# design 1

Fig. 1: design 1, signal wires on met2
The bar under the picture is 20 um long.
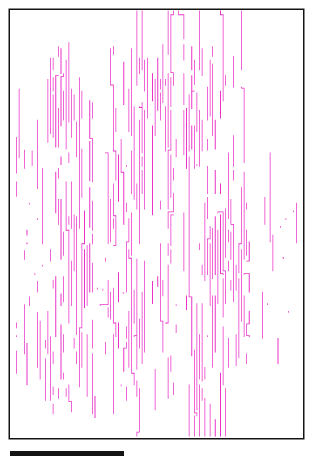

==> config.mk <==
export PLATFORM = sky130hd
export DESIGN_NAME = alu_arbiter_flat
export DESIGN_NICKNAME = d
export VERILOG_FILES = /design/src/rtl/alu_arbiter_pkg.sv /design/src/rtl/alu_arbiter_if.sv /design/src/rtl/alu_arbiter_rr_arbiter2.sv /design/src/rtl/alu_arbiter.sv /design/src/flat_wrapper.sv
export SDC_FILE = /design/constraint.sdc
export NUM_CORES = 1
export LEC_CHECK = 0
export CAP_MARGIN = 20
export CORE_ASPECT_RATIO = 1.5
export CORE_MARGIN = 2
export CORE_UTILIZATION = 48
export CTS_CLUSTER_SIZE = 12
export DETAILED_ROUTE_END_ITERATION = 12
export PLACE_DENSITY = 0.87
export SLEW_MARGIN = 20
export SYNTH_ARGS = -nofsm -noshare
export SYNTH_HDL_FRONTEND = slang
export SYNTH_SLANG_ARGS = --single-unit
==> constraint.sdc <==
create_clock -name clock -period 2.6 [get_ports clock]
set_input_delay 0.78 -clock clock [delete_from_list [all_inputs] [get_ports clock]]
set_output_delay 0.78 -clock clock [all_outputs]
set_load 0.01 [all_outputs]
==> src/rtl/alu_arbiter_pkg.sv <==
// Shared constants and types for the two-requester ALU arbiter.
// Holds the ALU control codes, the result flag codes and the FSM state encoding.
package alu_arbiter_pkg;

  localparam logic [2:0] OP_AND = 3'b000;
  localparam logic [2:0] OP_OR  = 3'b001;
  localparam logic [2:0] OP_SUM = 3'b010;
  localparam logic [2:0] OP_SUB = 3'b011;
  localparam logic [2:0] OP_MUL = 3'b100;
  localparam logic [2:0] OP_MAX = 3'b101;
  localparam logic [2:0] OP_MIN = 3'b110;
  localparam logic [2:0] OP_EQ  = 3'b111;

  localparam logic [3:0] FLAG_A = 4'hA;
  localparam logic [3:0] FLAG_B = 4'hB;
  localparam logic [3:0] FLAG_E = 4'hE;

  typedef enum logic [1:0] {
    ST_IDLE    = 2'd0,
    ST_ISSUE   = 2'd1,
    ST_CAPTURE = 2'd2,
    ST_RESP    = 2'd3
  } state_t;

endpackage

==> src/rtl/alu_arbiter_if.sv <==
// Request, response and ALU-side signals of the arbiter.
// The slave modport is the arbiter's view; master is the surrounding system.
interface alu_arbiter_if;
  import alu_arbiter_pkg::*;

  logic       req0_valid;
  logic       req0_ready;
  logic [2:0] req0_op;
  logic [1:0] req0_a;
  logic [1:0] req0_b;

  logic       req1_valid;
  logic       req1_ready;
  logic [2:0] req1_op;
  logic [1:0] req1_a;
  logic [1:0] req1_b;

  logic       rsp_valid;
  logic       rsp_ready;
  logic       rsp_id;
  logic [3:0] rsp_data;

  logic [1:0] alu_a;
  logic [1:0] alu_b;
  logic [2:0] alu_ctrl;
  logic [3:0] alu_result;

  modport slave (
    input  req0_valid, req0_op, req0_a, req0_b,
    output req0_ready,
    input  req1_valid, req1_op, req1_a, req1_b,
    output req1_ready,
    output rsp_valid, rsp_id, rsp_data,
    input  rsp_ready,
    output alu_a, alu_b, alu_ctrl,
    input  alu_result
  );

  modport master (
    output req0_valid, req0_op, req0_a, req0_b,
    input  req0_ready,
    output req1_valid, req1_op, req1_a, req1_b,
    input  req1_ready,
    input  rsp_valid, rsp_id, rsp_data,
    output rsp_ready,
    input  alu_a, alu_b, alu_ctrl,
    output alu_result
  );

endinterface

==> src/rtl/alu_arbiter_rr_arbiter2.sv <==
// Two-way round-robin grant: a lone valid requester wins outright,
// and when both are valid rr_ptr picks the winner. Grant is one-hot or zero.
module rr_arbiter2
  import alu_arbiter_pkg::*;
(
  input  logic [1:0] valid,
  input  logic       rr_ptr,
  output logic [1:0] grant
);

  always_comb begin
    grant = 2'b00;
    if (valid == 2'b11) grant = rr_ptr ? 2'b10 : 2'b01;
    else                grant = valid;
  end

endmodule

==> src/rtl/alu_arbiter.sv <==
// Shares one registered ALU between two requesters: arbitrate, issue, wait out
// the ALU latency, capture the result and return it tagged with the requester id.
//
// state      | meaning
// IDLE       | arbitrating; ready asserted combinationally for the winner
// ISSUE      | ALU inputs driven, counting down ALU_LATENCY cycles
// CAPTURE    | ALU result valid; latched into rsp_data at end of cycle
// RESP       | response held until rsp_ready
module alu_arbiter #(
  parameter int ALU_LATENCY = 1,
  parameter int CNT_W       = 8
) (
  input  logic             clock,
  input  logic             reset,
  alu_arbiter_if.slave     bus,
  output logic             busy,
  output logic [CNT_W-1:0] cnt0,
  output logic [CNT_W-1:0] cnt1
);
  import alu_arbiter_pkg::*;

  localparam int LAT_W = (ALU_LATENCY > 1) ? $clog2(ALU_LATENCY) : 1;
  localparam logic [LAT_W-1:0] LAT_LOAD = LAT_W'(ALU_LATENCY - 1);

  state_t           state, state_nxt;
  logic             rr_ptr;
  logic             cur_id;
  logic [1:0]       valid;
  logic [1:0]       grant;
  logic [LAT_W-1:0] lat_cnt;
  logic             accept;
  logic             rsp_done;

  assign valid = {bus.req1_valid, bus.req0_valid};

  rr_arbiter2 u_arb (
    .valid  (valid),
    .rr_ptr (rr_ptr),
    .grant  (grant)
  );

  always_ff @(posedge clock or posedge reset) begin
    if (reset) state <= ST_IDLE;
    else       state <= state_nxt;
  end

  // Reset gates acceptance so ready stays low while reset is held.
  always_comb begin
    state_nxt = state;
    accept    = 1'b0;
    rsp_done  = 1'b0;
    case (state)
      ST_IDLE: begin
        if (!reset && (grant != 2'b00)) begin
          accept    = 1'b1;
          state_nxt = ST_ISSUE;
        end
      end
      ST_ISSUE: begin
        if (lat_cnt == '0) state_nxt = ST_CAPTURE;
      end
      ST_CAPTURE: state_nxt = ST_RESP;
      ST_RESP: begin
        if (bus.rsp_ready) begin
          rsp_done  = 1'b1;
          state_nxt = ST_IDLE;
        end
      end
      default: state_nxt = ST_IDLE;
    endcase
  end

  assign bus.req0_ready = accept & grant[0];
  assign bus.req1_ready = accept & grant[1];
  assign bus.rsp_valid  = (state == ST_RESP);
  assign bus.rsp_id     = cur_id;
  assign busy           = (state != ST_IDLE);

  always_ff @(posedge clock or posedge reset) begin
    if (reset) begin
      rr_ptr       <= 1'b0;
      cur_id       <= 1'b0;
      bus.alu_a    <= 2'b00;
      bus.alu_b    <= 2'b00;
      bus.alu_ctrl <= 3'b000;
      bus.rsp_data <= 4'h0;
      lat_cnt      <= '0;
    end else begin
      if (accept) begin
        bus.alu_a    <= grant[1] ? bus.req1_a  : bus.req0_a;
        bus.alu_b    <= grant[1] ? bus.req1_b  : bus.req0_b;
        bus.alu_ctrl <= grant[1] ? bus.req1_op : bus.req0_op;
        cur_id       <= grant[1];
        rr_ptr       <= ~grant[1];
        lat_cnt      <= LAT_LOAD;
      end
      if ((state == ST_ISSUE) && (lat_cnt != '0)) lat_cnt <= lat_cnt - LAT_W'(1);
      if (state == ST_CAPTURE) bus.rsp_data <= bus.alu_result;
    end
  end

  // Completion counters saturate at all-ones rather than wrapping.
  always_ff @(posedge clock or posedge reset) begin
    if (reset) begin
      cnt0 <= '0;
      cnt1 <= '0;
    end else if (rsp_done) begin
      if (!cur_id && (cnt0 != '1)) cnt0 <= cnt0 + CNT_W'(1);
      if (cur_id && (cnt1 != '1))  cnt1 <= cnt1 + CNT_W'(1);
    end
  end

endmodule

==> src/flat_wrapper.sv <==
// flat-port wrapper written by rule: the top's interface ports become plain ports
module alu_arbiter_flat import alu_arbiter_pkg::*;
#(
  parameter int ALU_LATENCY = 1,
  parameter int CNT_W       = 8
)
  (clock, reset, busy, cnt0, cnt1, bus_req0_valid, bus_req0_op, bus_req0_a, bus_req0_b, bus_req0_ready, bus_req1_valid, bus_req1_op, bus_req1_a, bus_req1_b, bus_req1_ready, bus_rsp_valid, bus_rsp_id, bus_rsp_data, bus_rsp_ready, bus_alu_a, bus_alu_b, bus_alu_ctrl, bus_alu_result);
  alu_arbiter_if bus_i ();
  input  logic clock;
  input  logic reset;
  output logic busy;
  output logic [CNT_W-1:0] cnt0;
  output logic [CNT_W-1:0] cnt1;
  input wire logic [$bits(bus_i.req0_valid)-1:0] bus_req0_valid;
  input wire logic [$bits(bus_i.req0_op)-1:0] bus_req0_op;
  input wire logic [$bits(bus_i.req0_a)-1:0] bus_req0_a;
  input wire logic [$bits(bus_i.req0_b)-1:0] bus_req0_b;
  output wire logic [$bits(bus_i.req0_ready)-1:0] bus_req0_ready;
  input wire logic [$bits(bus_i.req1_valid)-1:0] bus_req1_valid;
  input wire logic [$bits(bus_i.req1_op)-1:0] bus_req1_op;
  input wire logic [$bits(bus_i.req1_a)-1:0] bus_req1_a;
  input wire logic [$bits(bus_i.req1_b)-1:0] bus_req1_b;
  output wire logic [$bits(bus_i.req1_ready)-1:0] bus_req1_ready;
  output wire logic [$bits(bus_i.rsp_valid)-1:0] bus_rsp_valid;
  output wire logic [$bits(bus_i.rsp_id)-1:0] bus_rsp_id;
  output wire logic [$bits(bus_i.rsp_data)-1:0] bus_rsp_data;
  input wire logic [$bits(bus_i.rsp_ready)-1:0] bus_rsp_ready;
  output wire logic [$bits(bus_i.alu_a)-1:0] bus_alu_a;
  output wire logic [$bits(bus_i.alu_b)-1:0] bus_alu_b;
  output wire logic [$bits(bus_i.alu_ctrl)-1:0] bus_alu_ctrl;
  input wire logic [$bits(bus_i.alu_result)-1:0] bus_alu_result;
  assign bus_i.req0_valid = bus_req0_valid;
  assign bus_i.req0_op = bus_req0_op;
  assign bus_i.req0_a = bus_req0_a;
  assign bus_i.req0_b = bus_req0_b;
  assign bus_req0_ready = bus_i.req0_ready;
  assign bus_i.req1_valid = bus_req1_valid;
  assign bus_i.req1_op = bus_req1_op;
  assign bus_i.req1_a = bus_req1_a;
  assign bus_i.req1_b = bus_req1_b;
  assign bus_req1_ready = bus_i.req1_ready;
  assign bus_rsp_valid = bus_i.rsp_valid;
  assign bus_rsp_id = bus_i.rsp_id;
  assign bus_rsp_data = bus_i.rsp_data;
  assign bus_i.rsp_ready = bus_rsp_ready;
  assign bus_alu_a = bus_i.alu_a;
  assign bus_alu_b = bus_i.alu_b;
  assign bus_alu_ctrl = bus_i.alu_ctrl;
  assign bus_i.alu_result = bus_alu_result;
  alu_arbiter #(.ALU_LATENCY(ALU_LATENCY), .CNT_W(CNT_W)) u_core (.clock(clock), .reset(reset), .bus(bus_i), .busy(busy), .cnt0(cnt0), .cnt1(cnt1));
endmodule
# design 2

--- src/rtl/axi4_activity_led_array_pkg.sv ---
// Shared types and mode encodings for the AXI4 activity LED indicator.
package axi4_activity_pkg;
  typedef enum logic [1:0] {S_IDLE = 2'd0, S_ON = 2'd1, S_GAP = 2'd2} chan_state_t;
  localparam int MODE_RETRIGGER = 0;
  localparam int MODE_BLINK     = 1;
endpackage

--- src/rtl/axi4_activity_led_array_if.sv ---
// AR/AW address-handshake bundle for N monitored AXI slots.
interface axi4_activity_led_array_if #(parameter int N_SLOTS = 3);
  logic [N_SLOTS-1:0] slot_arvalid;
  logic [N_SLOTS-1:0] slot_arready;
  logic [N_SLOTS-1:0] slot_awvalid;
  logic [N_SLOTS-1:0] slot_awready;

  modport master (output slot_arvalid, slot_arready, slot_awvalid, slot_awready);
  // The indicator is a passive tap: it only ever observes the handshake.
  modport slave  (input  slot_arvalid, slot_arready, slot_awvalid, slot_awready);
endinterface

--- src/rtl/axi4_activity_led_array_pulse_chan.sv ---
// One LED channel: stretches single-cycle activity into a visible pulse (retrigger or blink).
module axi4_activity_pulse_chan
  import axi4_activity_pkg::*;
#(
  parameter int PULSE_LEN_CYCLES = 25_000_000,
  parameter int GAP_LEN_CYCLES   = 12_500_000,
  parameter int MODE             = MODE_RETRIGGER
) (
  input  logic clk,
  input  logic reset_n,
  input  logic act,
  output logic led_on
);
  localparam int MAX_LEN = (PULSE_LEN_CYCLES > GAP_LEN_CYCLES) ? PULSE_LEN_CYCLES : GAP_LEN_CYCLES;
  localparam int CW      = $clog2(MAX_LEN) + 1;
  localparam logic [CW-1:0] PULSE_END = CW'(PULSE_LEN_CYCLES - 1);
  localparam logic [CW-1:0] GAP_END   = CW'(GAP_LEN_CYCLES - 1);

  chan_state_t   state;
  logic [CW-1:0] cntr;
  logic          pending;

  always_ff @(posedge clk) begin
    if (!reset_n) begin
      state   <= S_IDLE;
      cntr    <= '0;
      pending <= 1'b0;
    end else begin
      case (state)
        S_IDLE: if (act) begin
          state <= S_ON;
          cntr  <= '0;
        end
        S_ON: if (MODE == MODE_RETRIGGER) begin
          // activity wins over pulse end, keeping the LED solid
          if (act)                    cntr <= '0;
          else if (cntr >= PULSE_END) begin state <= S_IDLE; cntr <= '0; end
          else                        cntr <= cntr + 1'b1;
        end else begin
          if (act) pending <= 1'b1;
          if (cntr >= PULSE_END) begin state <= S_GAP; cntr <= '0; end
          else                          cntr <= cntr + 1'b1;
        end
        S_GAP: if (cntr >= GAP_END) begin
          state   <= (pending | act) ? S_ON : S_IDLE;
          cntr    <= '0;
          pending <= 1'b0;
        end else begin
          cntr <= cntr + 1'b1;
          if (act) pending <= 1'b1;
        end
        default: begin
          state   <= S_IDLE;
          cntr    <= '0;
          pending <= 1'b0;
        end
      endcase
    end
  end

  assign led_on = (state == S_ON);
endmodule

--- src/rtl/axi4_activity_led_array.sv ---
// N-slot AXI4 AR/AW activity monitor driving per-slot and aggregate LEDs.
module axi4_activity_led_array
  import axi4_activity_pkg::*;
#(
  parameter int N_SLOTS          = 3,
  parameter int PULSE_LEN_CYCLES = 25_000_000,
  parameter int GAP_LEN_CYCLES   = 12_500_000,
  parameter int MODE             = MODE_RETRIGGER,
  parameter int LED_ACTIVE_LOW   = 0
) (
  input  logic                      clk,
  input  logic                      reset_n,
  axi4_activity_led_array_if.slave  bus,
  output logic [N_SLOTS-1:0]        led_slot,
  output logic                      led_rd,
  output logic                      led_wr,
  output logic                      led_any
);
  localparam int  N_CHAN = N_SLOTS + 3;
  localparam bit  INV    = (LED_ACTIVE_LOW != 0);

  logic [N_SLOTS-1:0] ar, aw;
  logic [N_CHAN-1:0]  chan_act, chan_led;

  assign ar = bus.slot_arvalid & bus.slot_arready;
  assign aw = bus.slot_awvalid & bus.slot_awready;

  // channel order: slots, then rd, wr, any
  assign chan_act = {(|ar) | (|aw), |aw, |ar, ar | aw};

  genvar i;
  generate
    for (i = 0; i < N_CHAN; i++) begin : g_chan
      axi4_activity_pulse_chan #(
        .PULSE_LEN_CYCLES (PULSE_LEN_CYCLES),
        .GAP_LEN_CYCLES   (GAP_LEN_CYCLES),
        .MODE             (MODE)
      ) u_chan (
        .clk     (clk),
        .reset_n (reset_n),
        .act     (chan_act[i]),
        .led_on  (chan_led[i])
      );
    end
  endgenerate

  assign led_slot = chan_led[N_SLOTS-1:0] ^ {N_SLOTS{INV}};
  assign led_rd   = chan_led[N_SLOTS]     ^ INV;
  assign led_wr   = chan_led[N_SLOTS+1]   ^ INV;
  assign led_any  = chan_led[N_SLOTS+2]   ^ INV;
endmodule
--- src/flat_wrapper.sv ---
// flat-port wrapper written by rule: the top's interface ports become plain ports
module axi4_activity_led_array_flat import axi4_activity_pkg::*;
#(
  parameter int N_SLOTS          = 3,
  parameter int PULSE_LEN_CYCLES = 25_000_000,
  parameter int GAP_LEN_CYCLES   = 12_500_000,
  parameter int MODE             = MODE_RETRIGGER,
  parameter int LED_ACTIVE_LOW   = 0
)
  (clk, reset_n, led_slot, led_rd, led_wr, led_any, bus_slot_arvalid, bus_slot_arready, bus_slot_awvalid, bus_slot_awready);
  axi4_activity_led_array_if #(.N_SLOTS(N_SLOTS)) bus_i ();
  input  logic clk;
  input  logic reset_n;
  output logic [N_SLOTS-1:0] led_slot;
  output logic led_rd;
  output logic led_wr;
  output logic led_any;
  input wire logic [$bits(bus_i.slot_arvalid)-1:0] bus_slot_arvalid;
  input wire logic [$bits(bus_i.slot_arready)-1:0] bus_slot_arready;
  input wire logic [$bits(bus_i.slot_awvalid)-1:0] bus_slot_awvalid;
  input wire logic [$bits(bus_i.slot_awready)-1:0] bus_slot_awready;
  assign bus_i.slot_arvalid = bus_slot_arvalid;
  assign bus_i.slot_arready = bus_slot_arready;
  assign bus_i.slot_awvalid = bus_slot_awvalid;
  assign bus_i.slot_awready = bus_slot_awready;
  axi4_activity_led_array #(.N_SLOTS(N_SLOTS), .PULSE_LEN_CYCLES(PULSE_LEN_CYCLES), .GAP_LEN_CYCLES(GAP_LEN_CYCLES), .MODE(MODE), .LED_ACTIVE_LOW(LED_ACTIVE_LOW)) u_core (.clk(clk), .reset_n(reset_n), .bus(bus_i), .led_slot(led_slot), .led_rd(led_rd), .led_wr(led_wr), .led_any(led_any));
endmodule
--- config.mk ---
export PLATFORM = sky130hd
export DESIGN_NAME = axi4_activity_led_array_flat
export DESIGN_NICKNAME = d
export VERILOG_FILES = /design/src/rtl/axi4_activity_led_array_pkg.sv /design/src/rtl/axi4_activity_led_array_if.sv /design/src/rtl/axi4_activity_led_array_pulse_chan.sv /design/src/rtl/axi4_activity_led_array.sv /design/src/flat_wrapper.sv
export SDC_FILE = /design/constraint.sdc
export NUM_CORES = 1
export LEC_CHECK = 0
export ABC_AREA = 0
export CAP_MARGIN = 20
export CORE_MARGIN = 5
export CORE_UTILIZATION = 40
export CTS_CLUSTER_DIAMETER = 50
export DETAILED_ROUTE_END_ITERATION = 6
export PLACE_DENSITY_LB_ADDON = 0.12
export SYNTH_ARGS = -nofsm -noshare
export SYNTH_HDL_FRONTEND = slang
export SYNTH_SLANG_ARGS = --single-unit
--- constraint.sdc ---
create_clock -name clk -period 2.46 [get_ports clk]
set_input_delay 0.492 -clock clk [delete_from_list [all_inputs] [get_ports clk]]
set_output_delay 0.492 -clock clk [all_outputs]
set_load 0.01 [all_outputs]
# design 3

### config.mk
export PLATFORM = sky130hd
export DESIGN_NAME = serial_subtractor
export DESIGN_NICKNAME = d
export VERILOG_FILES = /design/src/rtl/serial_arith_pkg.sv /design/src/rtl/fs_cell.sv /design/src/rtl/serial_subtractor.sv
export SDC_FILE = /design/constraint.sdc
export NUM_CORES = 1
export LEC_CHECK = 0
export ABC_CLOCK_PERIOD_IN_PS = 1400
export CAP_MARGIN = 10
export CORE_ASPECT_RATIO = 0.9
export CORE_MARGIN = 3
export CORE_UTILIZATION = 46
export DETAILED_ROUTE_END_ITERATION = 12
export PLACE_DENSITY_LB_ADDON = 0.25
export SKIP_CTS_REPAIR_TIMING = 1
export SLEW_MARGIN = 20
export SYNTH_ARGS = -nofsm -noshare
export SYNTH_HDL_FRONTEND = slang
export SYNTH_HIERARCHICAL = 1
export SYNTH_SLANG_ARGS = --single-unit
export TNS_END_PERCENT = 100
### constraint.sdc
create_clock -name clk -period 1.4 [get_ports clk]
set_input_delay 0.21 -clock clk [delete_from_list [all_inputs] [get_ports clk]]
set_output_delay 0.21 -clock clk [all_outputs]
set_load 0.05 [all_outputs]
### src/rtl/serial_arith_pkg.sv
`default_nettype none
// ============================================================================
// Module      : serial_arith_pkg
// Description : Shared types and constants for the bit-serial arithmetic
//               blocks. It defines the sequencer state encoding and the
//               default operand width.
// Revision    : 1.0 - initial release
// ============================================================================
package serial_arith_pkg;

  // Default operand width for the serial arithmetic units.
  localparam int SUB_WIDTH_DEFAULT = 8;

  // Sequencer states. The explicit 2-bit encoding keeps the state register
  // width fixed no matter how tools choose to infer the enum.
  typedef enum logic [1:0] {
    IDLE = 2'd0,
    RUN  = 2'd1,
    DONE = 2'd2
  } sub_state_e;

endpackage : serial_arith_pkg
`default_nettype wire

### src/rtl/fs_cell.sv
`default_nettype none
// ============================================================================
// Module      : fs_cell
// Description : 1-bit full subtractor (purely combinational).
//               Computes d = a - b - b_in for a single bit position.
// Ports       : b_out - borrow out of this bit position
//               d     - difference bit
//               a     - minuend bit
//               b     - subtrahend bit
//               b_in  - borrow into this bit position
// Revision    : 1.0 - initial release
// ============================================================================
module fs_cell (
  output logic b_out,
  output logic d,
  input  logic a,
  input  logic b,
  input  logic b_in
);

  logic w_ab_diff;

  assign w_ab_diff = a ^ b;
  assign d         = w_ab_diff ^ b_in;

  // A borrow leaves this bit when b exceeds a outright (a=0, b=1). It also
  // leaves when a and b are equal and a borrow arrives from below.
  assign b_out = (~a & b) | (~w_ab_diff & b_in);

endmodule : fs_cell
`default_nettype wire

### src/rtl/serial_subtractor.sv
`default_nettype none
// ============================================================================
// Module      : serial_subtractor
// Description : Bit-serial subtractor. It computes diff = a - b - b_in
//               (mod 2^n) one bit per clock, LSB first. It also reports the
//               final borrow and the two's-complement signed overflow.
//               Latency is fixed. The start is accepted on edge 0, and done
//               pulses for the single cycle that follows edge n.
// Ports       : clk      - clock, all state changes on the rising edge
//               rst_n    - asynchronous active-low reset
//               start    - begin a subtraction (accepted in IDLE/DONE only)
//               a        - minuend, sampled on an accepted start
//               b        - subtrahend, sampled on an accepted start
//               b_in     - borrow-in, sampled on an accepted start
//               busy     - high while bits are being processed
//               done     - one-cycle pulse when diff/b_out/overflow are valid
//               diff     - result a - b - b_in modulo 2^n
//               b_out    - borrow out of the MSB
//               overflow - signed overflow of the result
// Revision    : 1.0 - initial release
// ============================================================================
module serial_subtractor
  import serial_arith_pkg::*;
#(
  parameter int n = SUB_WIDTH_DEFAULT
) (
  input  logic         clk,
  input  logic         rst_n,
  input  logic         start,
  input  logic [n-1:0] a,
  input  logic [n-1:0] b,
  input  logic         b_in,
  output logic         busy,
  output logic         done,
  output logic [n-1:0] diff,
  output logic         b_out,
  output logic         overflow
);

  // --------------------------------------------------------------------------
  // Constants
  // --------------------------------------------------------------------------
  localparam int               CNT_W    = $clog2(n);
  localparam logic [CNT_W-1:0] CNT_LAST = CNT_W'(n - 1);
  localparam logic [CNT_W-1:0] CNT_ONE  = CNT_W'(1);

  // --------------------------------------------------------------------------
  // State
  // --------------------------------------------------------------------------
  sub_state_e       state_q,    state_d;
  logic [n-1:0]     a_sr_q,     a_sr_d;
  logic [n-1:0]     b_sr_q,     b_sr_d;
  logic             br_q,       br_d;
  logic [CNT_W-1:0] cnt_q,      cnt_d;
  logic [n-1:0]     diff_q,     diff_d;
  logic             b_out_q,    b_out_d;
  logic             overflow_q, overflow_d;

  // Per-bit arithmetic on the current LSBs of the operand shift registers.
  logic cell_d;
  logic cell_bo;

  fs_cell u_fs_cell (
    .b_out (cell_bo),
    .d     (cell_d),
    .a     (a_sr_q[0]),
    .b     (b_sr_q[0]),
    .b_in  (br_q)
  );

  // --------------------------------------------------------------------------
  // Next-state / datapath logic
  // --------------------------------------------------------------------------
  always_comb begin
    state_d    = state_q;
    a_sr_d     = a_sr_q;
    b_sr_d     = b_sr_q;
    br_d       = br_q;
    cnt_d      = cnt_q;
    diff_d     = diff_q;
    b_out_d    = b_out_q;
    overflow_d = overflow_q;

    unique case (state_q)
      IDLE, DONE: begin
        if (start) begin
          // Only the operand path is loaded here. The visible result is
          // left alone until RUN starts shifting new bits into it.
          a_sr_d  = a;
          b_sr_d  = b;
          br_d    = b_in;
          cnt_d   = '0;
          state_d = RUN;
        end else if (state_q == DONE) begin
          state_d = IDLE;
        end
      end

      RUN: begin
        a_sr_d = {1'b0, a_sr_q[n-1:1]};
        b_sr_d = {1'b0, b_sr_q[n-1:1]};
        br_d   = cell_bo;
        // Each new bit enters at the MSB. After n shifts, bit 0 of the
        // result has moved down to diff[0].
        diff_d = {cell_d, diff_q[n-1:1]};
        cnt_d  = cnt_q + CNT_ONE;
        if (cnt_q == CNT_LAST) begin
          // br_q holds the borrow into the MSB here. Signed overflow is
          // that borrow XOR the borrow out of the MSB.
          b_out_d    = cell_bo;
          overflow_d = br_q ^ cell_bo;
          cnt_d      = '0;
          state_d    = DONE;
        end
      end

      default: begin
        state_d = IDLE;
      end
    endcase
  end

  // --------------------------------------------------------------------------
  // Registers
  // --------------------------------------------------------------------------
  always_ff @(posedge clk or negedge rst_n) begin
    if (!rst_n) begin
      state_q    <= IDLE;
      a_sr_q     <= '0;
      b_sr_q     <= '0;
      br_q       <= 1'b0;
      cnt_q      <= '0;
      diff_q     <= '0;
      b_out_q    <= 1'b0;
      overflow_q <= 1'b0;
    end else begin
      state_q    <= state_d;
      a_sr_q     <= a_sr_d;
      b_sr_q     <= b_sr_d;
      br_q       <= br_d;
      cnt_q      <= cnt_d;
      diff_q     <= diff_d;
      b_out_q    <= b_out_d;
      overflow_q <= overflow_d;
    end
  end

  // --------------------------------------------------------------------------
  // Outputs
  // --------------------------------------------------------------------------
  // Status comes directly from the state register. An asynchronous reset
  // therefore drops busy and done at once.
  assign busy     = (state_q == RUN);
  assign done     = (state_q == DONE);
  assign diff     = diff_q;
  assign b_out    = b_out_q;
  assign overflow = overflow_q;

endmodule : serial_subtractor
`default_nettype wire

# design 4

## src/rtl/simd_pe_param.sv

```systemverilog
// SIMD processing element: takes a four-command setup (LD, LD, INFO, STORE), then streams
// vector beats from shared memory, computes LANES element-wise results and writes them back.
module simd_pe_param #(
  parameter int LANES  = 5,
  parameter int ELEM_W = 16,
  parameter int ADDR_W = 16,
  localparam int BUS_W  = LANES * ELEM_W,
  localparam int SIZE_W = $clog2(LANES + 1)
) (
  input  logic              i_clk,
  input  logic              i_rstn,
  input  logic              i_en,
  input  logic              i_cmd_valid,
  input  logic [1:0]        i_cmd_op,
  input  logic [ADDR_W-1:0] i_cmd_payload,
  output logic              o_cmd_ack,
  output logic              o_cmd_err,
  output logic              o_rd_req,
  input  logic              i_rd_grant,
  output logic [ADDR_W-1:0] o_rd_addr,
  input  logic [BUS_W-1:0]  i_rd_data,
  output logic              o_wr_req,
  input  logic              i_wr_grant,
  output logic [ADDR_W-1:0] o_wr_addr,
  output logic [BUS_W-1:0]  o_wr_data,
  output logic [SIZE_W-1:0] o_wr_size,
  input  logic              i_abort,
  output logic              o_busy,
  output logic              o_finish,
  input  logic              i_finish_ack
);

  // state  | meaning
  // IDLE   | waiting for i_en
  // LD0    | waiting for LD of src0 address
  // LD1    | waiting for LD of src1 address
  // INFO   | waiting for INFO word (op, sat, count)
  // STORE  | waiting for STORE of dst address
  // RD0    | reading op0 beat
  // RD1    | reading op1 beat
  // WR     | writing result beat
  // DONE   | finished, waiting for i_finish_ack
  typedef enum logic [3:0] {
    S_IDLE, S_LD0, S_LD1, S_INFO, S_STORE, S_RD0, S_RD1, S_WR, S_DONE
  } state_t;

  localparam int CNT_W = ADDR_W - 4;
  localparam logic [1:0] CMD_LD    = 2'd0;
  localparam logic [1:0] CMD_INFO  = 2'd1;
  localparam logic [1:0] CMD_STORE = 2'd2;
  localparam logic [2:0] OP_ADD = 3'd0;
  localparam logic [2:0] OP_SUB = 3'd1;
  localparam logic [2:0] OP_MUL = 3'd2;
  localparam logic [2:0] OP_MAX = 3'd3;
  localparam logic [2:0] OP_MIN = 3'd4;
  localparam logic [ELEM_W-1:0] MAX_V = {1'b0, {(ELEM_W-1){1'b1}}};
  localparam logic [ELEM_W-1:0] MIN_V = {1'b1, {(ELEM_W-1){1'b0}}};

  state_t            state, state_nxt;
  logic              cmd_hit, cmd_miss;
  logic [1:0]        exp_op;
  logic [BUS_W-1:0]  op0, op1, lanes_res;
  logic [ADDR_W-1:0] src0, src1, dst;
  logic [2:0]        alu_op;
  logic              sat;
  logic [CNT_W-1:0]  rem;
  logic              last_beat;
  logic [SIZE_W-1:0] size_raw;

  assign last_beat = (rem <= CNT_W'(LANES));
  assign size_raw  = (rem < CNT_W'(LANES)) ? rem[SIZE_W-1:0] : SIZE_W'(LANES);

  always_ff @(posedge i_clk or negedge i_rstn) begin
    if (!i_rstn) state <= S_IDLE;
    else         state <= state_nxt;
  end

  always_comb begin
    state_nxt = state;
    cmd_hit   = 1'b0;
    cmd_miss  = 1'b0;
    exp_op    = CMD_LD;
    case (state)
      S_INFO:  exp_op = CMD_INFO;
      S_STORE: exp_op = CMD_STORE;
      default: exp_op = CMD_LD;
    endcase
    case (state)
      S_IDLE: if (i_en) state_nxt = S_LD0;
      S_LD0, S_LD1, S_INFO, S_STORE: begin
        if (i_cmd_valid) begin
          if (i_cmd_op == exp_op) begin
            cmd_hit = 1'b1;
            case (state)
              S_LD0:   state_nxt = S_LD1;
              S_LD1:   state_nxt = S_INFO;
              S_INFO:  state_nxt = S_STORE;
              default: state_nxt = (rem == '0) ? S_DONE : S_RD0;
            endcase
          end else begin
            cmd_miss = 1'b1;
          end
        end
      end
      S_RD0: begin
        if (i_abort)         state_nxt = S_DONE;
        else if (i_rd_grant) state_nxt = S_RD1;
      end
      S_RD1: begin
        if (i_abort)         state_nxt = S_DONE;
        else if (i_rd_grant) state_nxt = S_WR;
      end
      S_WR: begin
        if (i_abort)         state_nxt = S_DONE;
        else if (i_wr_grant) state_nxt = last_beat ? S_DONE : S_RD0;
      end
      S_DONE: if (i_finish_ack) state_nxt = S_IDLE;
      default: state_nxt = S_IDLE;
    endcase
  end

  always_comb begin
    o_rd_req  = 1'b0;
    o_rd_addr = '0;
    o_wr_req  = 1'b0;
    o_wr_addr = '0;
    o_wr_size = '0;
    o_wr_data = '0;
    o_busy    = (state != S_IDLE);
    o_finish  = (state == S_DONE);
    case (state)
      S_RD0: begin
        o_rd_req  = 1'b1;
        o_rd_addr = src0;
      end
      S_RD1: begin
        o_rd_req  = 1'b1;
        o_rd_addr = src1;
      end
      S_WR: begin
        o_wr_req  = 1'b1;
        o_wr_addr = dst;
        o_wr_size = size_raw;
        o_wr_data = lanes_res;
      end
      default: ;
    endcase
  end

  // A beat cut short by abort must leave operands and counters untouched.
  always_ff @(posedge i_clk or negedge i_rstn) begin
    if (!i_rstn) begin
      o_cmd_ack <= 1'b0;
      o_cmd_err <= 1'b0;
      op0       <= '0;
      op1       <= '0;
      src0      <= '0;
      src1      <= '0;
      dst       <= '0;
      alu_op    <= '0;
      sat       <= 1'b0;
      rem       <= '0;
    end else begin
      o_cmd_ack <= cmd_hit;
      o_cmd_err <= cmd_miss;
      if (cmd_hit) begin
        case (state)
          S_LD0: src0 <= i_cmd_payload;
          S_LD1: src1 <= i_cmd_payload;
          S_INFO: begin
            alu_op <= i_cmd_payload[2:0];
            sat    <= i_cmd_payload[3];
            rem    <= i_cmd_payload[ADDR_W-1:4];
          end
          S_STORE: dst <= i_cmd_payload;
          default: ;
        endcase
      end
      if (!i_abort) begin
        if (state == S_RD0 && i_rd_grant) op0 <= i_rd_data;
        if (state == S_RD1 && i_rd_grant) op1 <= i_rd_data;
        if (state == S_WR && i_wr_grant && !last_beat) begin
          rem  <= rem - CNT_W'(LANES);
          src0 <= src0 + ADDR_W'(LANES);
          src1 <= src1 + ADDR_W'(LANES);
          dst  <= dst + ADDR_W'(LANES);
        end
      end
    end
  end

  for (genvar l = 0; l < LANES; l++) begin : g_lane
    logic signed [ELEM_W-1:0] a, b;
    logic signed [ELEM_W:0]   sum, dif;
    logic [ELEM_W-1:0]        res;

    assign a   = op0[l*ELEM_W +: ELEM_W];
    assign b   = op1[l*ELEM_W +: ELEM_W];
    assign sum = {a[ELEM_W-1], a} + {b[ELEM_W-1], b};
    assign dif = {a[ELEM_W-1], a} - {b[ELEM_W-1], b};

    // Overflow shows up as the two top bits of the widened result disagreeing.
    always_comb begin
      res = '0;
      case (alu_op)
        OP_ADD: res = (sat && (sum[ELEM_W] != sum[ELEM_W-1])) ?
                      (sum[ELEM_W] ? MIN_V : MAX_V) : sum[ELEM_W-1:0];
        OP_SUB: res = (sat && (dif[ELEM_W] != dif[ELEM_W-1])) ?
                      (dif[ELEM_W] ? MIN_V : MAX_V) : dif[ELEM_W-1:0];
        OP_MUL: res = a * b;
        OP_MAX: res = (a > b) ? a : b;
        OP_MIN: res = (a < b) ? a : b;
        default: res = '0;
      endcase
    end

    assign lanes_res[l*ELEM_W +: ELEM_W] = (int'(size_raw) > l) ? res : '0;
  end

endmodule

```

## config.mk

```make
export PLATFORM = sky130hd
export DESIGN_NAME = simd_pe_param
export DESIGN_NICKNAME = d
export VERILOG_FILES = /design/src/rtl/simd_pe_param.sv
export SDC_FILE = /design/constraint.sdc
export NUM_CORES = 2
export LEC_CHECK = 0
export CELL_PAD_IN_SITES_DETAIL_PLACEMENT = 1
export CELL_PAD_IN_SITES_GLOBAL_PLACEMENT = 2
export CORE_MARGIN = 4
export CORE_UTILIZATION = 38
export CTS_CLUSTER_SIZE = 10
export DETAILED_ROUTE_END_ITERATION = 16
export PLACE_DENSITY_LB_ADDON = 0.1
export SLEW_MARGIN = 0
export SYNTH_ARGS = -nofsm -noshare
export SYNTH_HDL_FRONTEND = slang
export SYNTH_SLANG_ARGS = --single-unit
```

## constraint.sdc

```tcl
create_clock -name i_clk -period 7.5 [get_ports i_clk]
set_input_delay 0.75 -clock i_clk [delete_from_list [all_inputs] [get_ports i_clk]]
set_output_delay 0.75 -clock i_clk [all_outputs]
set_load 0.01 [all_outputs]
```


==> gallery <==
Port wiring.
Plate I
The bar under the picture is 100 um long.
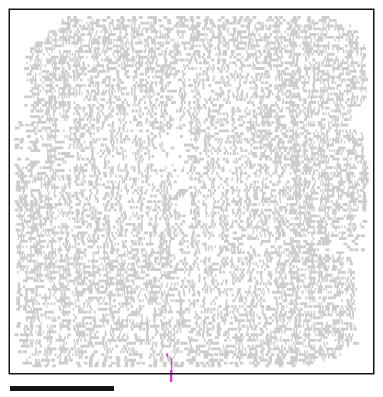
Plate II
The bar under the picture is 20 um long.
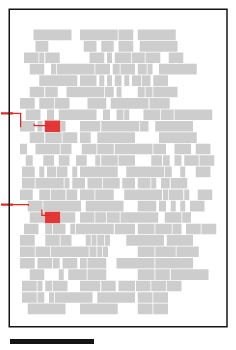
Plate III
The bar under the picture is 50 um long.
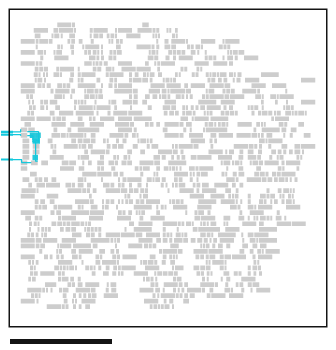
Plate IV
The bar under the picture is 20 um long.
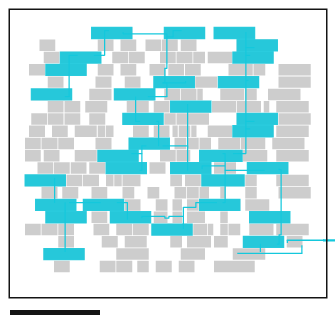
Of these, most cells: Plate I
Of these, largest die: Plate I
| from | picture |
|---|---|
| design 2 | Plate III |
| design 3 | Plate IV |
| design 1 | Plate II |
| design 4 | Plate I |

Key to Plate I:
Key: magenta = `o_finish` [bits 1, direction output, edge bottom, end cells 1, buffers 1, wire 17.1 um]

Fig. 2: design 4, sequential cells grouped by signal name
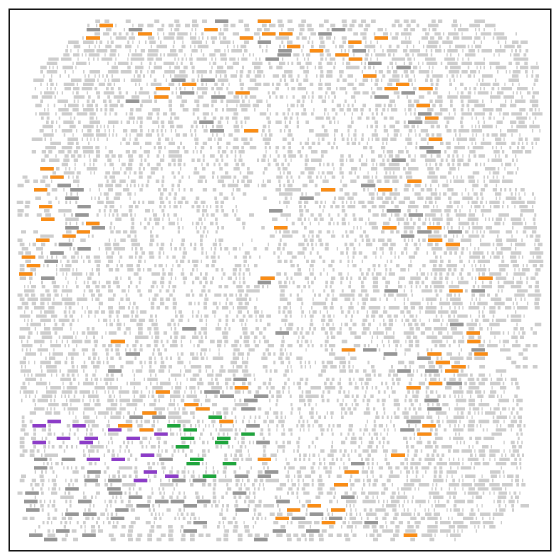
Key: green = `rem` [sequential cells 12]; purple = `dst` [sequential cells 16, where bottom left]; orange = `op0` [sequential cells 80, where spread over the die]
Another 122 sequential cells are not colored.
storage element area: 5840 um^2
Final Util: 44.1%
sequential portion of the cell area: 11.5%

==> changes_impl.md, design 4 <==
### Implementation results

* Core area at 115000 um^2
* Max-Cap Viols at 0
* WHS at 0.123 ns
* Area growth syn-to-layout at 14.7%
* Max Slew Vio Count at 0
* Synth Seq Share at 13.1%
* Post-CTS setup buffer count at 37
* Layout cell share with drive strength beyond 1 at 10.4%
* Minimum clock period at 7.38 ns
* Dpl ws at -0.315 ns
* Status: finished, final reports clean
* Non-Filler Instances at 7252
* Crit-path max cell delay at 0.57 ns
* Root Driver: clkbuf_16
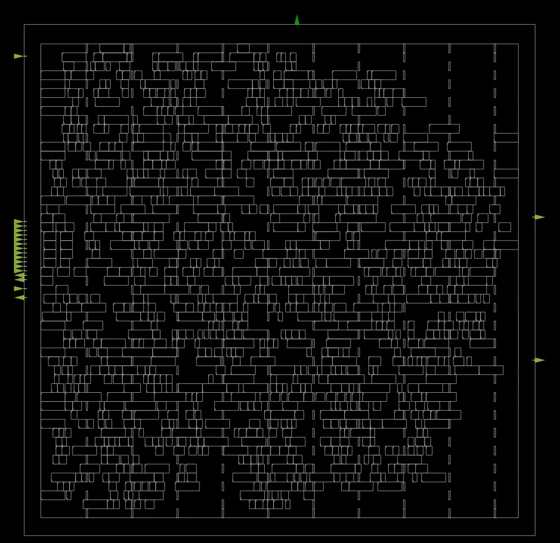
Fig. 3. Cell outlines without signal wires (design 2).
sequential portion of the cell area: 32.4%
Tapcells: 275
Rows: 53
core area: 21000 um^2
fill count: 2118

==> changes_impl.md, design 2 <==
### Implementation results

* Status: finished, final reports clean
* Final Hold Viols at 0
* Required @ worst endpoint at 2.77 ns
* Die area at 24200 um^2
* Remaining antenna violation count at 0
* Nets@finish at 1159
* Post-Synthesis Cells at 1079
* Synth Seq Share at 38.3%
* Logic Gate Count at 842
* Vias per inst at 5.60
* Largest reg by FF count: u_core.g_chan.u_chan.cntr
* Max-Slew Margin vs Limit at 60.0%
* RR Endpoint: u_core.g_chan[4].u_chan.cntr[20]$_SDFFE_PN0P_
* Largest cells by area: dfxtp_1, nand2_1, nand3_1
* Non-Filler Instances at 1425
* Post-synth EDFFs at 0
* Largest area contributor in the netlist: dfxtp_1
* Slew @ Worst Pin at 0.594 ns
* Area growth syn-to-layout at 18.1%
* Ant diodes at 0
* Ys Warns at 0
* Worst path cell trace: ha_1 > nand3_1 > or4_1 > nor3_4 > nand3_1 > and3_1 > a221o_1
* Hold buffer count at CTS at 0
* Final Util at 47.7%
* Layout non-clock buf frac at 7.83%
* GR Util met3 at 3.30%
* Met3 wire len at 710 um
* Storage element area at 3240 um^2
* Uppermost routed layer: met4
* DRT Pass-1 Iters at 5
* Aoi share at 23.3%
* Aggregate global-route resource usage at 16.7%
* Largest fanout on the critical path at 5
* Wirelength per Cell at 14.2 um
* Hold Path Origin: u_core.g_chan[4].u_chan.cntr[25]$_SDFFE_PN0P_
* RR Startpoint: u_core.g_chan[4].u_chan.cntr[0]$_SDFFE_PN0P_
* Top flop regs: u_core.g_chan.u_chan.cntr (156), u_core.g_chan.u_chan.state (6)
* Bufs w/o clock at 88
* Worst setup endpoint: u_core.g_chan[4].u_chan.cntr[20]$_SDFFE_PN0P_
* Congestion Overflow GR at 0
* Top cell area share at 38.3%
* Initial antenna violation count at 0
* Design area at 10000 um^2
* GPL Wtd Cong at 0.785
* Via count at 7983
* Dpl ws at -0.118 ns
* Final worst setup slack at 0.195 ns
* Max Slew Vio Count at 0
* Max reg flops at 156
* Main flop type: dfxtp_1
* Post-route clock skew at 0.00948 ns
* Root Driver: clkbuf_16
* Fmax achieved at 441 MHz
* Async set-reset flop share out of synthesis at 0%
* Die Y-Extent at 156 um
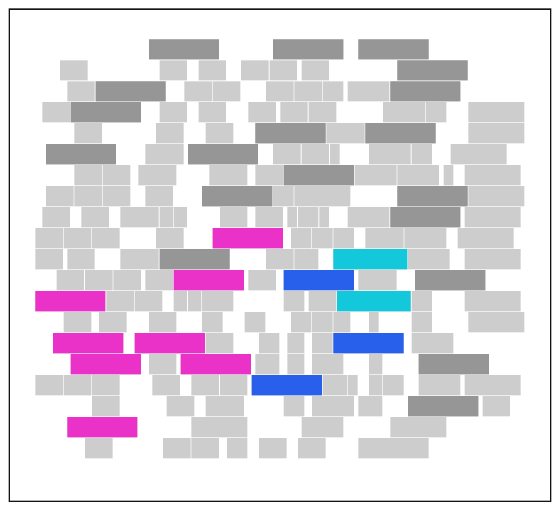
Fig. 4. Sequential cells grouped by signal name (design 3).
Key: magenta = `a_sr_q` [sequential cells 8]; cyan = `state_q` [sequential cells 2]; blue = `cnt_q` [sequential cells 3]
Another 19 sequential cells are not colored.

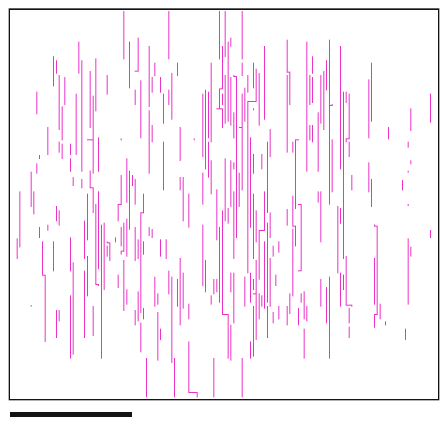
Fig. 5. Signal wires on met2 (design 3).
The bar under the picture is 20 um long.
178 nets have wire on it. The layer carries 1570 um of wire.
final wirelength: 3.18 mm
GR Layer Usage met2: 25.6%
via count: 1129

==> changes_impl.md, design 3 <==
### Implementation results

* Status: finished with violations
* Violated checks: negative setup slack
* Congestion Overflow GR at 0
* Final worst setup slack at -0.00503 ns
* Basic Gates by Area at 5.02%
* Layout cell share with drive strength beyond 1 at 33.5%
* Cell total in the yosys stat output at 126
* Final Setup Violations at 2
* Wirelength per Cell at 14.5 um
* Setup TNS at -0.00856 ns
* RR Startpoint: cnt_q[0]$_DFFE_PN0P_
* GPL Wtd Cong at 0.660
* Layout non-clock buf frac at 25.0%
* CP arrival at 1.56 ns
* Design area at 2420 um^2
* Hold crit path type: in -> async
* RR Endpoint: b_out$_DFFE_PN0P_
* Root Driver: clkbuf_8
* Ys Warns at 6
* Aggregate global-route resource usage at 15.0%
* Most numerous cell in the Yosys netlist: mux2i_1
* Max-Slew Margin vs Limit at 87.3%
* Top cell area share at 47.3%
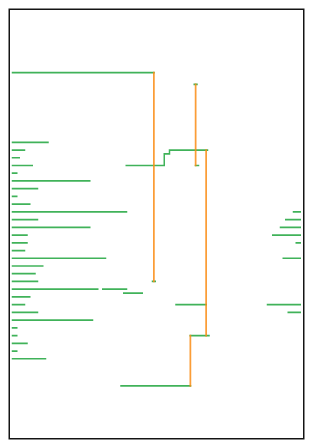
Fig. 6. Routed metal, one color a layer (design 1).
Only two layers are drawn.
Key: orange = met4 [wire length 92.5 um]; green = met3 [wire length 253 um]
final wirelength: 3.45 mm
aggregate global-route resource usage: 20.3%
via count: 1298

About Fig. 1:
The wires run mostly vertical. 218 nets have wire on it. The layer carries 1940 um of wire.

==> changes_impl.md, design 1 <==
### Implementation results

* Clock latency (worst-skew pair) at 0.28 ns
* Synth Seq Share at 49.2%
* Non-Filler Instances at 248
* Dominant kind of combinational cell: simple AND/OR/NAND/NOR gates
* DR WL met2 at 1.94 mm
* Fin crit share at 96.3%
* Congestion Overflow GR at 0
* Layout cell share with drive strength beyond 1 at 19.7%
* Clock-cell share at 3.33%
* Root Driver: clkbuf_8
* CP Capture Type: output pin
* WP depth at 5
* Hold Path Depth at 2
* Main flop type: dfrtp_1
* Wirelength per Cell at 13.9 um
* Vias per inst at 5.23
* Die Y-Extent at 75.3 um
* Floorplan Nets at 170
* Status: finished, final reports clean
* Most numerous cell in the Yosys netlist: dfrtp_1
* Setup TNS at 0 ns
* GR Layer Usage met2 at 38.9%


==> screenshots <==
Cell outlines without signal wires.
shot_01.png
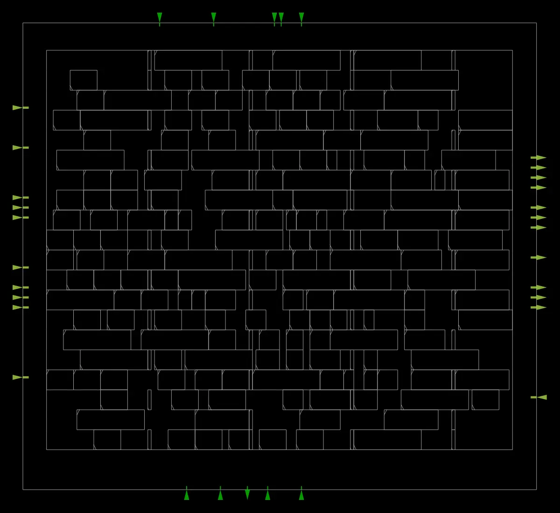
shot_02.png
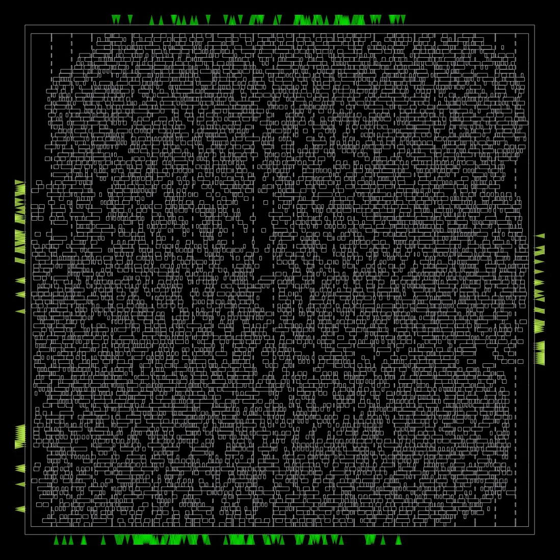
shot_03.png
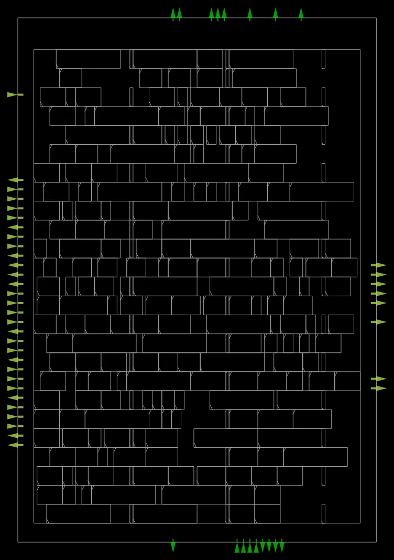
Of these, most sequential cells: shot_02.png
Of these, lowest utilization: shot_02.png
Design 4 is shot_02.png.
Design 3 is shot_01.png.
Design 1 is shot_03.png.


==> gallery <==
Routed metal, one color a layer.
Only two layers are drawn.
image #1
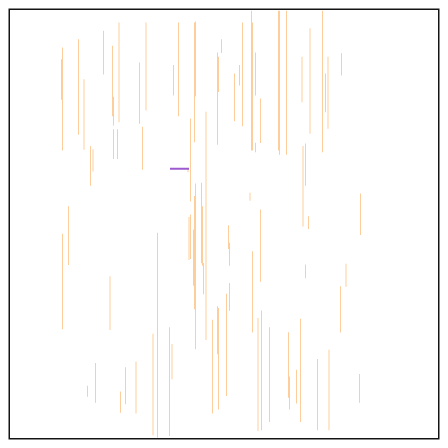
image #2
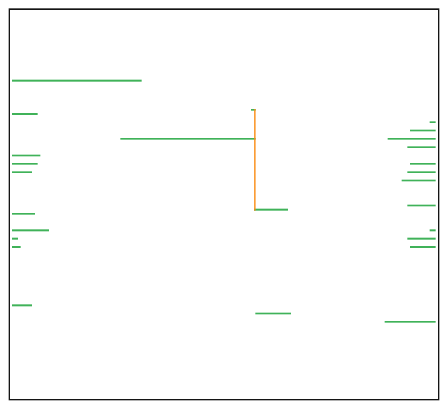
image #3
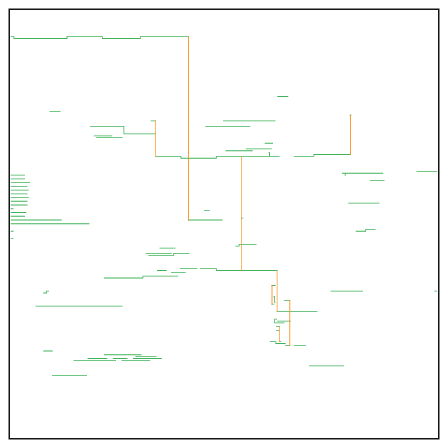
Image #3 comes from design 2.
Image #2 comes from design 3.
Image #1 comes from design 4.
The one with the most wire is image #1.

Key to image #1:
Key: orange = met4 [wire length 4880 um]; purple = met5 [wire length 13.8 um]

